=== pipeline_hazard_ctrl ===
Figure 1. Congestion heat map (pipeline_hazard_ctrl).
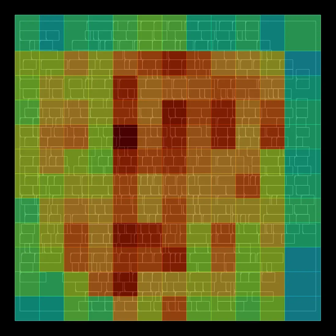

<file path="src/rtl/pipeline_hazard_ctrl_pkg.sv">
// Shared constants and decode types for the 3-stage RV32I hazard/forwarding controller.
// Opcodes, NOP word, forwarding-select and FSM encodings live here.
package pipeline_hazard_ctrl_pkg;

    localparam logic [6:0] OPC_LOAD   = 7'b0000011;
    localparam logic [6:0] OPC_STORE  = 7'b0100011;
    localparam logic [6:0] OPC_BRANCH = 7'b1100011;
    localparam logic [6:0] OPC_JAL    = 7'b1101111;
    localparam logic [6:0] OPC_JALR   = 7'b1100111;
    localparam logic [6:0] OPC_LUI    = 7'b0110111;
    localparam logic [6:0] OPC_AUIPC  = 7'b0010111;
    localparam logic [6:0] OPC_OP     = 7'b0110011;
    localparam logic [6:0] OPC_OP_IMM = 7'b0010011;

    localparam logic [31:0] NOP_WORD = 32'h0000_0013;

    localparam logic [1:0] FWD_REG = 2'd0;
    localparam logic [1:0] FWD_WB  = 2'd1;
    localparam logic [1:0] FWD_RT  = 2'd2;

    localparam logic [1:0] ST_RUN      = 2'd0;
    localparam logic [1:0] ST_LD_STALL = 2'd1;
    localparam logic [1:0] ST_FLUSH    = 2'd2;

    localparam int BUB_W = 2;

    typedef struct packed {
        logic       is_load;
        logic       has_rd;
        logic       has_rs1;
        logic       has_rs2;
        logic [4:0] rd;
        logic [4:0] rs1;
        logic [4:0] rs2;
    } reg_use_t;

    // WB results win over the retired load because they are younger; x0 never forwards.
    function automatic logic [1:0] fwd_select(input logic [4:0] src,
                                              input reg_use_t   wb,
                                              input reg_use_t   rt);
        logic [1:0] sel;
        sel = FWD_REG;
        if (src != 5'd0 && wb.has_rd && !wb.is_load && wb.rd == src) begin
            sel = FWD_WB;
        end else if (src != 5'd0 && rt.is_load && rt.rd == src) begin
            sel = FWD_RT;
        end
        return sel;
    endfunction

endpackage

</file>
<file path="src/rtl/hazard_reg_use.sv">
// Register-usage decoder: which architectural registers an instruction word reads and writes.
module hazard_reg_use
    import pipeline_hazard_ctrl_pkg::*;
(
    input  logic [31:0] inst,
    output reg_use_t    dec
);

    logic [6:0] opcode;

    assign opcode = inst[6:0];

    always_comb begin
        dec         = '0;
        dec.is_load = (opcode == OPC_LOAD);
        dec.has_rd  = !((opcode == OPC_BRANCH) || (opcode == OPC_STORE));
        dec.has_rs1 = !((opcode == OPC_LUI) || (opcode == OPC_AUIPC) || (opcode == OPC_JAL));
        dec.has_rs2 = (opcode == OPC_BRANCH) || (opcode == OPC_STORE) || (opcode == OPC_OP);
        dec.rd      = inst[11:7];
        dec.rs1     = inst[19:15];
        dec.rs2     = inst[24:20];
    end

endmodule

</file>
<file path="src/rtl/pipeline_hazard_ctrl.sv">
// Hazard/forwarding controller for the F/D -> X -> WB pipeline: shadows X/WB/RT words and
// owns every stall, flush and operand-forwarding decision.
module pipeline_hazard_ctrl
    import pipeline_hazard_ctrl_pkg::*;
#(
    parameter int          LOAD_USE_BUBBLES = 1,
    parameter logic [31:0] NOP              = NOP_WORD
) (
    input  logic        clk,
    input  logic        rst,
    input  logic [31:0] inst_f,
    input  logic        inst_valid_f,
    input  logic        br_taken_x,
    input  logic        dmem_busy,
    output logic        pc_stall,
    output logic        flush_f,
    output logic [1:0]  fwd_a_sel,
    output logic [1:0]  fwd_b_sel,
    output logic [31:0] inst_x,
    output logic [31:0] inst_wb
);

    localparam logic [BUB_W-1:0] BUB_INIT = BUB_W'(LOAD_USE_BUBBLES - 1);

    logic [31:0]      inst_x_q, inst_x_d;
    logic [31:0]      inst_wb_q, inst_wb_d;
    logic [31:0]      inst_rt_q, inst_rt_d;
    logic [1:0]       state_q, state_d;
    logic [BUB_W-1:0] bub_cnt_q, bub_cnt_d;

    reg_use_t dec_f, dec_x, dec_wb, dec_rt;
    logic     load_use;
    logic     unused_dec;

    hazard_reg_use u_use_f  (.inst(inst_f),    .dec(dec_f));
    hazard_reg_use u_use_x  (.inst(inst_x_q),  .dec(dec_x));
    hazard_reg_use u_use_wb (.inst(inst_wb_q), .dec(dec_wb));
    hazard_reg_use u_use_rt (.inst(inst_rt_q), .dec(dec_rt));

    assign unused_dec = ^{dec_f, dec_x, dec_wb, dec_rt};

    assign fwd_a_sel = fwd_select(dec_x.rs1, dec_wb, dec_rt);
    assign fwd_b_sel = fwd_select(dec_x.rs2, dec_wb, dec_rt);

    assign load_use = dec_x.is_load && (dec_x.rd != 5'd0) &&
                      ((dec_f.has_rs1 && dec_f.rs1 == dec_x.rd) ||
                       (dec_f.has_rs2 && dec_f.rs2 == dec_x.rd));

    always_comb begin
        inst_x_d  = inst_x_q;
        inst_wb_d = inst_wb_q;
        inst_rt_d = inst_rt_q;
        state_d   = state_q;
        bub_cnt_d = bub_cnt_q;
        pc_stall  = 1'b0;
        flush_f   = 1'b0;

        if (dmem_busy) begin
            pc_stall = 1'b1;
        end else begin
            inst_rt_d = inst_wb_q;
            inst_wb_d = inst_x_q;
            inst_x_d  = NOP;
            // A taken branch overrides any stall bookkeeping; FLUSH then covers the imem latency.
            if (br_taken_x) begin
                flush_f   = 1'b1;
                state_d   = ST_FLUSH;
                bub_cnt_d = '0;
            end else begin
                case (state_q)
                    ST_FLUSH: begin
                        flush_f = 1'b1;
                        state_d = ST_RUN;
                    end
                    ST_LD_STALL: begin
                        pc_stall  = 1'b1;
                        bub_cnt_d = bub_cnt_q - 1'b1;
                        if (bub_cnt_q <= BUB_W'(1)) begin
                            bub_cnt_d = '0;
                            state_d   = ST_RUN;
                        end
                    end
                    default: begin
                        state_d = ST_RUN;
                        if (load_use) begin
                            pc_stall  = 1'b1;
                            bub_cnt_d = BUB_INIT;
                            state_d   = (BUB_INIT != '0) ? ST_LD_STALL : ST_RUN;
                        end else begin
                            inst_x_d = inst_valid_f ? inst_f : NOP;
                        end
                    end
                endcase
            end
        end
    end

    always_ff @(posedge clk) begin
        if (rst) begin
            inst_x_q  <= NOP;
            inst_wb_q <= NOP;
            inst_rt_q <= NOP;
            state_q   <= ST_RUN;
            bub_cnt_q <= '0;
        end else begin
            inst_x_q  <= inst_x_d;
            inst_wb_q <= inst_wb_d;
            inst_rt_q <= inst_rt_d;
            state_q   <= state_d;
            bub_cnt_q <= bub_cnt_d;
        end
    end

    assign inst_x  = inst_x_q;
    assign inst_wb = inst_wb_q;

endmodule

</file>
<file path="config.mk">
export PLATFORM = sky130hd
export DESIGN_NAME = pipeline_hazard_ctrl
export DESIGN_NICKNAME = d
export VERILOG_FILES = /design/src/rtl/pipeline_hazard_ctrl_pkg.sv /design/src/rtl/hazard_reg_use.sv /design/src/rtl/pipeline_hazard_ctrl.sv
export SDC_FILE = /design/constraint.sdc
export NUM_CORES = 1
export LEC_CHECK = 0
export CAP_MARGIN = 20
export CORE_UTILIZATION = 51
export DETAILED_ROUTE_END_ITERATION = 10
export PLACE_DENSITY = 0.88
export SETUP_SLACK_MARGIN = 0.2
export SLEW_MARGIN = 20
export SYNTH_ARGS = -nofsm -noshare
export SYNTH_HDL_FRONTEND = slang
export SYNTH_SLANG_ARGS = --single-unit
</file>
<file path="constraint.sdc">
create_clock -name clk -period 2.6 [get_ports clk]
set_input_delay 0.39 -clock clk [delete_from_list [all_inputs] [get_ports clk]]
set_output_delay 0.39 -clock clk [all_outputs]
set_load 0.02 [all_outputs]
</file>
=== buffer_word_streamer_flat ===
### src/rtl/buffer_stream_pkg.sv
// Shared types for the scratch-buffer word streamer.
// Holds the sequencer state encoding and the FIFO entry layout.
package buffer_stream_pkg;

    localparam int WORD_W = 64;

    typedef enum logic [1:0] {
        IDLE,
        FETCH,
        DRAIN,
        DONE
    } state_e;

    typedef struct packed {
        logic              last;
        logic [WORD_W-1:0] data;
    } fifo_entry_t;

endpackage

### src/rtl/buffer_word_streamer_if.sv
// Valid/ready word stream from the streamer to the compute array.
// master drives data, slave returns ready.
interface buffer_word_streamer_if;
    import buffer_stream_pkg::*;

    logic              m_valid;
    logic              m_ready;
    logic [WORD_W-1:0] m_data;
    logic              m_last;

    modport master (
        output m_valid,
        output m_data,
        output m_last,
        input  m_ready
    );

    modport slave (
        input  m_valid,
        input  m_data,
        input  m_last,
        output m_ready
    );

endinterface

### src/rtl/stream_fifo.sv
// First-word-fall-through FIFO with occupancy count.
// Depth must be a power of two so the pointers wrap naturally.
module stream_fifo
    import buffer_stream_pkg::*;
#(
    parameter int Depth = 4,
    parameter int CntW  = $clog2(Depth) + 1
) (
    input  logic            clk,
    input  logic            rst,
    input  logic            push_i,
    input  fifo_entry_t     wdata_i,
    input  logic            pop_i,
    output fifo_entry_t     rdata_o,
    output logic            empty_o,
    output logic [CntW-1:0] count_o
);

    localparam int PtrW = $clog2(Depth);

    fifo_entry_t     mem_q [Depth];
    logic [PtrW-1:0] wr_ptr_q;
    logic [PtrW-1:0] rd_ptr_q;
    logic [CntW-1:0] count_q;
    logic            full;
    logic            do_push;
    logic            do_pop;

    assign full    = (count_q == CntW'(Depth));
    assign empty_o = (count_q == '0);
    assign do_push = push_i && !full;
    assign do_pop  = pop_i && !empty_o;
    assign rdata_o = mem_q[rd_ptr_q];
    assign count_o = count_q;

    // Storage needs no reset; the count gates every read of it.
    always_ff @(posedge clk) begin
        if (do_push) begin
            mem_q[wr_ptr_q] <= wdata_i;
        end
    end

    always_ff @(posedge clk or posedge rst) begin
        if (rst) begin
            wr_ptr_q <= '0;
            rd_ptr_q <= '0;
            count_q  <= '0;
        end else begin
            if (do_push) begin
                wr_ptr_q <= wr_ptr_q + PtrW'(1);
            end
            if (do_pop) begin
                rd_ptr_q <= rd_ptr_q + PtrW'(1);
            end
            if (do_push && !do_pop) begin
                count_q <= count_q + CntW'(1);
            end else if (do_pop && !do_push) begin
                count_q <= count_q - CntW'(1);
            end
        end
    end

endmodule

### src/rtl/buffer_word_streamer.sv
// Read-side sequencer: fetches a run of buffer words and streams them out.
// Reads are issued only against free FIFO credit, so no word is ever lost.
module buffer_word_streamer
    import buffer_stream_pkg::*;
#(
    parameter int WordDepth = 32,
    parameter int WordAddrW = $clog2(WordDepth),
    parameter int LenW      = WordAddrW + 1,
    parameter int FifoDepth = 4
) (
    input  logic                  clk,
    input  logic                  rst,
    input  logic                  start,
    input  logic [WordAddrW-1:0]  base_addr,
    input  logic [LenW-1:0]       length,
    output logic                  busy,
    output logic                  done,
    output logic                  buf_read_en,
    output logic                  buf_addr_mode,
    output logic [WordAddrW-1:0]  buf_word_addr,
    input  logic [WORD_W-1:0]     buf_word_in,
    buffer_word_streamer_if.master m
);

    localparam int CntW = $clog2(FifoDepth) + 1;
    localparam logic [WordAddrW-1:0] AddrMax = WordAddrW'(WordDepth - 1);
    localparam logic [CntW:0]        Credits = (CntW + 1)'(FifoDepth);

    state_e               state_q;
    logic [WordAddrW-1:0] addr_q;
    logic [WordAddrW-1:0] addr_d;
    logic [LenW-1:0]      remain_q;
    logic                 busy_q;
    logic                 done_q;
    logic                 infl_q;
    logic                 infl_last_q;

    logic [CntW-1:0]      fifo_cnt;
    logic                 fifo_empty;
    fifo_entry_t          wr_entry;
    fifo_entry_t          head;
    logic [CntW:0]        used;
    logic                 issue;
    logic                 last_issue;
    logic                 pop;
    logic                 final_pop;

    // The word still in the buffer pipe already owns a FIFO slot.
    assign used       = {1'b0, fifo_cnt} + {{CntW{1'b0}}, infl_q};
    assign issue      = (state_q == FETCH) && (used < Credits);
    assign last_issue = issue && (remain_q == LenW'(1));
    assign addr_d     = (addr_q == AddrMax) ? '0 : addr_q + WordAddrW'(1);

    assign pop       = m.m_valid && m.m_ready;
    assign final_pop = pop && head.last;
    assign wr_entry  = {infl_last_q, buf_word_in};

    stream_fifo #(
        .Depth (FifoDepth)
    ) u_fifo (
        .clk     (clk),
        .rst     (rst),
        .push_i  (infl_q),
        .wdata_i (wr_entry),
        .pop_i   (pop),
        .rdata_o (head),
        .empty_o (fifo_empty),
        .count_o (fifo_cnt)
    );

    assign m.m_valid = !fifo_empty;
    assign m.m_data  = fifo_empty ? '0 : head.data;
    assign m.m_last  = !fifo_empty && head.last;

    assign buf_read_en   = issue;
    assign buf_addr_mode = 1'b0;
    assign buf_word_addr = addr_q;
    assign busy          = busy_q;
    assign done          = done_q;

    always_ff @(posedge clk or posedge rst) begin
        if (rst) begin
            state_q     <= IDLE;
            addr_q      <= '0;
            remain_q    <= '0;
            busy_q      <= 1'b0;
            done_q      <= 1'b0;
            infl_q      <= 1'b0;
            infl_last_q <= 1'b0;
        end else begin
            infl_q      <= issue;
            infl_last_q <= last_issue;
            done_q      <= 1'b0;
            unique case (state_q)
                IDLE: begin
                    if (start) begin
                        addr_q   <= base_addr;
                        remain_q <= length;
                        busy_q   <= 1'b1;
                        if (length == '0) begin
                            state_q <= DONE;
                            done_q  <= 1'b1;
                        end else begin
                            state_q <= FETCH;
                        end
                    end
                end
                FETCH: begin
                    if (issue) begin
                        addr_q   <= addr_d;
                        remain_q <= remain_q - LenW'(1);
                        if (last_issue) begin
                            state_q <= DRAIN;
                        end
                    end
                end
                DRAIN: begin
                    if (final_pop) begin
                        state_q <= DONE;
                        done_q  <= 1'b1;
                    end
                end
                DONE: begin
                    state_q <= IDLE;
                    busy_q  <= 1'b0;
                end
                default: state_q <= IDLE;
            endcase
        end
    end

endmodule

### src/flat_wrapper.sv
// flat-port wrapper written by rule: the top's interface ports become plain ports
module buffer_word_streamer_flat import buffer_stream_pkg::*;
#(
    parameter int WordDepth = 32,
    parameter int WordAddrW = $clog2(WordDepth),
    parameter int LenW      = WordAddrW + 1,
    parameter int FifoDepth = 4
)
  (clk, rst, start, base_addr, length, busy, done, buf_read_en, buf_addr_mode, buf_word_addr, buf_word_in, m_m_valid, m_m_data, m_m_last, m_m_ready);
  buffer_word_streamer_if m_i ();
  input  logic clk;
  input  logic rst;
  input  logic start;
  input  logic [WordAddrW-1:0] base_addr;
  input  logic [LenW-1:0] length;
  output logic busy;
  output logic done;
  output logic buf_read_en;
  output logic buf_addr_mode;
  output logic [WordAddrW-1:0] buf_word_addr;
  input  logic [WORD_W-1:0] buf_word_in;
  output wire logic [$bits(m_i.m_valid)-1:0] m_m_valid;
  output wire logic [$bits(m_i.m_data)-1:0] m_m_data;
  output wire logic [$bits(m_i.m_last)-1:0] m_m_last;
  input wire logic [$bits(m_i.m_ready)-1:0] m_m_ready;
  assign m_m_valid = m_i.m_valid;
  assign m_m_data = m_i.m_data;
  assign m_m_last = m_i.m_last;
  assign m_i.m_ready = m_m_ready;
  buffer_word_streamer #(.WordDepth(WordDepth), .WordAddrW(WordAddrW), .LenW(LenW), .FifoDepth(FifoDepth)) u_core (.clk(clk), .rst(rst), .start(start), .base_addr(base_addr), .length(length), .busy(busy), .done(done), .buf_read_en(buf_read_en), .buf_addr_mode(buf_addr_mode), .buf_word_addr(buf_word_addr), .buf_word_in(buf_word_in), .m(m_i));
endmodule
### config.mk
export PLATFORM = sky130hd
export DESIGN_NAME = buffer_word_streamer_flat
export DESIGN_NICKNAME = d
export VERILOG_FILES = /design/src/rtl/buffer_stream_pkg.sv /design/src/rtl/buffer_word_streamer_if.sv /design/src/rtl/stream_fifo.sv /design/src/rtl/buffer_word_streamer.sv /design/src/flat_wrapper.sv
export SDC_FILE = /design/constraint.sdc
export NUM_CORES = 1
export LEC_CHECK = 0
export CORE_MARGIN = 2
export CORE_UTILIZATION = 33
export DETAILED_ROUTE_END_ITERATION = 8
export GPL_TIMING_DRIVEN = 0
export PLACE_DENSITY = 0.56
export SYNTH_ARGS = -nofsm -noshare
export SYNTH_HDL_FRONTEND = slang
export SYNTH_SLANG_ARGS = --single-unit
export TNS_END_PERCENT = 100
### constraint.sdc
create_clock -name clk -period 3.9 [get_ports clk]
set_clock_uncertainty 0.1 [all_clocks]
set_input_delay 0.78 -clock clk [delete_from_list [all_inputs] [get_ports clk]]
set_output_delay 0.78 -clock clk [all_outputs]
set_load 0.01 [all_outputs]
=== stream_mux_n ===
### config.mk
export PLATFORM = sky130hd
export DESIGN_NAME = stream_mux_n
export DESIGN_NICKNAME = d
export VERILOG_FILES = /design/src/rtl/stream_mux_pkg.sv /design/src/rtl/rr_pick.sv /design/src/rtl/stream_mux_n.sv
export SDC_FILE = /design/constraint.sdc
export NUM_CORES = 1
export LEC_CHECK = 0
export CORE_ASPECT_RATIO = 1.5
export CORE_UTILIZATION = 45
export DETAILED_ROUTE_END_ITERATION = 10
export PLACE_DENSITY_LB_ADDON = 0.2
export SYNTH_ARGS = -nofsm -noshare
export SYNTH_HDL_FRONTEND = slang
export SYNTH_SLANG_ARGS = --single-unit
### constraint.sdc
create_clock -name clk -period 6.48 [get_ports clk]
set_input_delay 1.296 -clock clk [delete_from_list [all_inputs] [get_ports clk]]
set_output_delay 1.296 -clock clk [all_outputs]
set_load 0.005 [all_outputs]
### src/rtl/stream_mux_pkg.sv
// Shared constants and helpers for the N-channel stream multiplexer.
package stream_mux_pkg;

  localparam logic MODE_FIXED = 1'b0;
  localparam logic MODE_RR    = 1'b1;

  function automatic int unsigned ptr_inc(input int unsigned p, input int unsigned n);
    return (p + 1 >= n) ? 0 : p + 1;
  endfunction

endpackage

### src/rtl/rr_pick.sv
// Wrap-around priority search: first requesting channel at or after ptr.
module rr_pick #(
  parameter int N_CH  = 4,
  parameter int SEL_W = $clog2(N_CH)
) (
  input  logic [N_CH-1:0]  req,
  input  logic [SEL_W-1:0] ptr,
  output logic [SEL_W-1:0] gnt_idx,
  output logic             gnt_any
);

  int idx;

  always_comb begin
    gnt_any = 1'b0;
    gnt_idx = '0;
    idx     = 0;
    for (int k = 0; k < N_CH; k++) begin
      idx = int'(ptr) + k;
      if (idx >= N_CH) idx = idx - N_CH;
      if (!gnt_any && req[idx[SEL_W-1:0]]) begin
        gnt_any = 1'b1;
        gnt_idx = idx[SEL_W-1:0];
      end
    end
  end

endmodule

### src/rtl/stream_mux_n.sv
// N-channel W-bit stream multiplexer: fixed or round-robin selection into a
// single registered valid/ready output with 1-cycle latency.
module stream_mux_n
  import stream_mux_pkg::*;
#(
  parameter int N_CH   = 4,
  parameter int DATA_W = 8,
  parameter int SEL_W  = $clog2(N_CH),
  parameter int CNT_W  = 16
) (
  input  logic                   clk,
  input  logic                   rst,
  input  logic                   mode,
  input  logic [SEL_W-1:0]       sel,
  input  logic [N_CH-1:0]        in_valid,
  input  logic [N_CH*DATA_W-1:0] in_data,
  output logic [N_CH-1:0]        in_ready,
  output logic                   out_valid,
  output logic [DATA_W-1:0]      out_data,
  output logic [SEL_W-1:0]       out_ch,
  input  logic                   out_ready,
  output logic [CNT_W-1:0]       beat_cnt
);

  logic              out_valid_q, out_valid_d;
  logic [DATA_W-1:0] out_data_q,  out_data_d;
  logic [SEL_W-1:0]  out_ch_q,    out_ch_d;
  logic [CNT_W-1:0]  beat_cnt_q,  beat_cnt_d;
  logic [SEL_W-1:0]  ptr_q,       ptr_d;

  logic              load;
  logic              sel_ok;
  logic              fix_any;
  logic              rr_any;
  logic [SEL_W-1:0]  rr_idx;
  logic              gnt_any;
  logic [SEL_W-1:0]  gnt_idx;
  logic              hs;

  rr_pick #(
    .N_CH  (N_CH),
    .SEL_W (SEL_W)
  ) u_rr_pick (
    .req     (in_valid),
    .ptr     (ptr_q),
    .gnt_idx (rr_idx),
    .gnt_any (rr_any)
  );

  // Out-of-range sel on non-power-of-2 channel counts must never grant.
  always_comb begin
    load    = !out_valid_q || out_ready;
    sel_ok  = int'(sel) < N_CH;
    fix_any = sel_ok && in_valid[sel];
    if (mode == MODE_RR) begin
      gnt_any = rr_any;
      gnt_idx = rr_idx;
    end else begin
      gnt_any = fix_any;
      gnt_idx = sel;
    end
    hs       = !rst && load && gnt_any;
    in_ready = hs ? (N_CH'(1) << gnt_idx) : '0;
  end

  always_comb begin
    out_valid_d = out_valid_q;
    out_data_d  = out_data_q;
    out_ch_d    = out_ch_q;
    beat_cnt_d  = beat_cnt_q;
    ptr_d       = ptr_q;
    if (hs) begin
      out_valid_d = 1'b1;
      out_data_d  = in_data[int'(gnt_idx)*DATA_W +: DATA_W];
      out_ch_d    = gnt_idx;
      beat_cnt_d  = beat_cnt_q + CNT_W'(1);
      if (mode == MODE_RR)
        ptr_d = SEL_W'(ptr_inc(32'(gnt_idx), 32'(N_CH)));
    end else if (out_ready) begin
      out_valid_d = 1'b0;
    end
  end

  always_ff @(posedge clk) begin
    if (rst) begin
      out_valid_q <= 1'b0;
      out_data_q  <= '0;
      out_ch_q    <= '0;
      beat_cnt_q  <= '0;
      ptr_q       <= '0;
    end else begin
      out_valid_q <= out_valid_d;
      out_data_q  <= out_data_d;
      out_ch_q    <= out_ch_d;
      beat_cnt_q  <= beat_cnt_d;
      ptr_q       <= ptr_d;
    end
  end

  assign out_valid = out_valid_q;
  assign out_data  = out_data_q;
  assign out_ch    = out_ch_q;
  assign beat_cnt  = beat_cnt_q;

endmodule

Figure 2. Metal layers overlaid (pipeline_hazard_ctrl).
Two of the layers only.
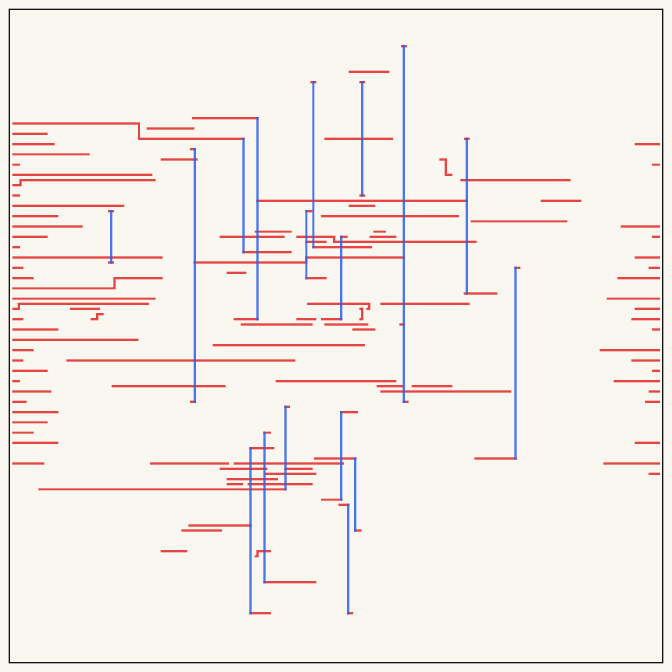
| colour | layer | wire length |
|---|---|---|
| red | met3 | 845 um |
| blue | met4 | 318 um |

Notes on Figure 1 above:
met2 usage: 0.465
WL/cell: 18.0 um
GRT Total Usage: 0.285
Core Util, Final: 0.761
GRT Max-Usage Layer: met2

==> flow_summary.yaml, pipeline_hazard_ctrl <==
# synthesis and place-and-route metrics
pwr:
  p_clk_mw: 0.978
  p_per_area_mw_per_mm2: 524
  seqPwrFrac: 0.464
  power_frac_clock: 0.361
  p_switching_mw: 0.720
  irDropWorstVdd_mv: 0.326
layout:
  signal_buffers: 144
  design_area_mm2: 0.00517
  drive_gt1_frac: 0.144
  seq_share: 0.299
  seqCellArea_mm2: 0.00155
  comb_share: 0.379
  n_all_inverters: 3
  nClkBuffers: 12
sta:
  clock_skew_ns: 0.00815
  holdWs_ns: 0.402
  rsz0062_at_grt: "yes"
  period_needed_ns: 2.47
  period_used_share: 0.951
worst_setup_path:
  crit_fanout: 2
  r2r_end: "inst_x[21]"
  crit_end: "fwd_b_sel[1]"
  endpoint_kind: "output pin"
cts:
  clock_tree.root_cell: "clkbuf_8"
  cts_buffers: 9
placed_design:
  place_area_mm2: 0.00489
  dp_hpwl_um: 7210
  port_buffers: 106
floorplan:
  die-area_mm2: 0.00740
  tap_cells: 96
  rows: 30
synth:
  synthMuxAreaShare: 0.108
  ys_cells: 379
  syn_inst: 379
  xor_share: 0.0730
  synth_top_cell_by_count: "dfxtp_1"
  ys_sh_adder: 0
  yosysTopAreaCellShare: 0.428
grt:
  grt_max_degree: 45
  met1_usage: 0.360
  grt_pass1_vias: 3333
run_status:
  status: "complete, no violations"
drt:
  via_per_inst: 6.02
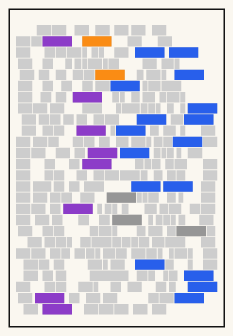
Figure 3: stream_mux_n, sequential cells coloured by netlist name.
| colour | name in the netlist | flops |
|---|---|---|
| orange | `out_ch` | 2 |
| blue | `beat_cnt` | 16 |
| purple | `out_data` | 8 |
not coloured: 3
sequential logic power: 0.199 mW
Core Util, Final: 0.725

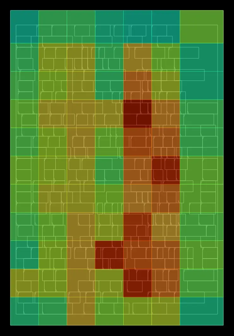
Figure 4: stream_mux_n, congestion heat map.
WL/cell: 13.7 um
met3 Resource Use GR: 0.0774

==> flow_summary.yaml, stream_mux_n <==
# synthesis and place-and-route metrics
drt:
  top_layer_used: "met4"
  drc: 0
  wirelength_um: 4290
layout:
  comb_share: 0.404
  numSequentialCells: 29
  n_all_inverters: 7
  nNetsFinal: 314
  largest_reg_flops: 16
grt:
  grt_pass1_vias: 1628
  met1_usage: 0.263
floorplan:
  die_w_um: 52.0
synth:
  synth.distinct_cells: 36
  syn_inst: 200
cts:
  ctsHoldBuffers: 0
run_status:
  status: "complete, no violations"
pwr:
  p_leak_nw: 0.871
worst_setup_path:
  path_class: "input port to output pin"
  r2r_end: "ptr_q[1]"
  crit_start: "in_valid[2]"
  crit_required_ns: 5.18
sta:
  setup_slack_ns: 1.23
  holdWs_ns: 0.455
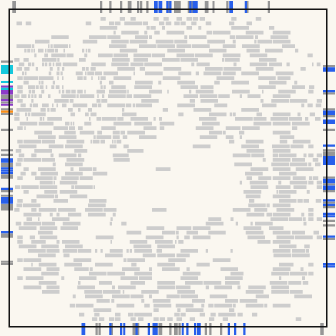
Figure 5: buffer_word_streamer_flat, pin placement.
Pins as bars across the die edge, other pins in grey.
| colour | port | pins | direction | edge |
|---|---|---|---|---|
| blue | `m_m_data` | 64 | output | 23 right, 18 bottom, 13 top, 10 left |
| purple | `buf_word_addr` | 5 | output | left |
| cyan | `length` | 6 | input | left |
| orange | `m_m_last` | 1 | output | left |
Port Buffers: 152
Die Y: 189 um

==> flow_summary.yaml, buffer_word_streamer_flat <==
# synthesis and place-and-route metrics
sta:
  holdWs_ns: 0.410
worst_setup_path:
  arrival_ns: 2.65
  crit_fanout: 10
pwr:
  p_switching_mw: 3.26
  power_frac_clock: 0.251
  comb_power_share: 0.382
  p_int_mw: 7.77
  seq_cell_power_mw: 4.04
layout:
  layout_top_cell: "edfxtp_1"
floorplan:
  rows: 67
  tap_cells: 448
drt:
  drt-pass1-iter-count: 5
synth:
  syn_inst: 568
  topCellsByArea: "edfxtp_1 69%, mux4_2 13%, dfrtp_1 5.3%, and2_1 3.8%, ha_1 1.4%"
run_status:
  status: "complete, no violations"
min_path:
  whs_path_depth: 0
grt:
  grt_pass1_wl_um: 35300

==> screenshots <==
Met3 routing.
panel A
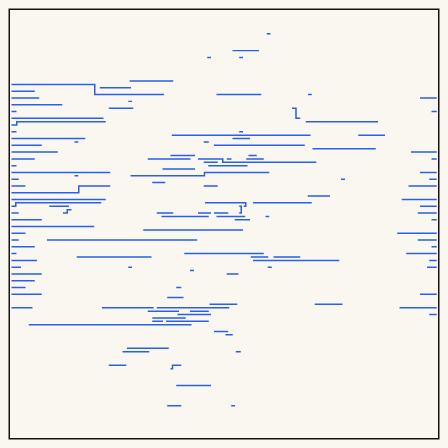
panel B
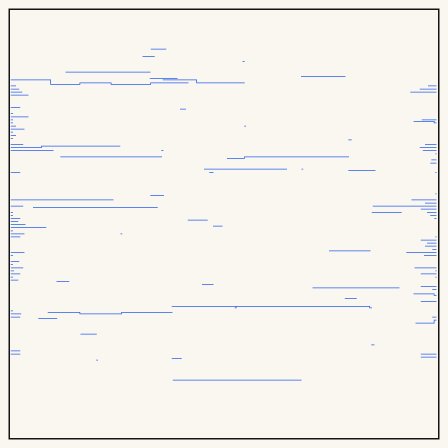
panel C
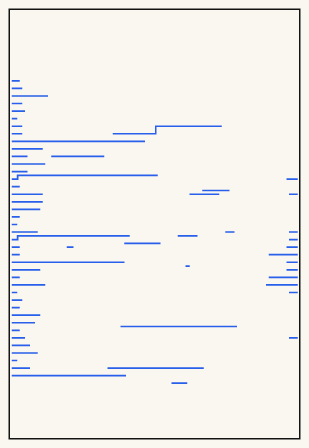
Panel B is buffer_word_streamer_flat.
Panel A is pipeline_hazard_ctrl.
Panel C is stream_mux_n.

Key to panel C:
share of all routed wire: 7.6%
longest straight run: 25.1 um
nets with wire on the layer: 59
wire length on this layer: 328 um
main direction: horizontal


Power is estimated from default activity; no workload was simulated.
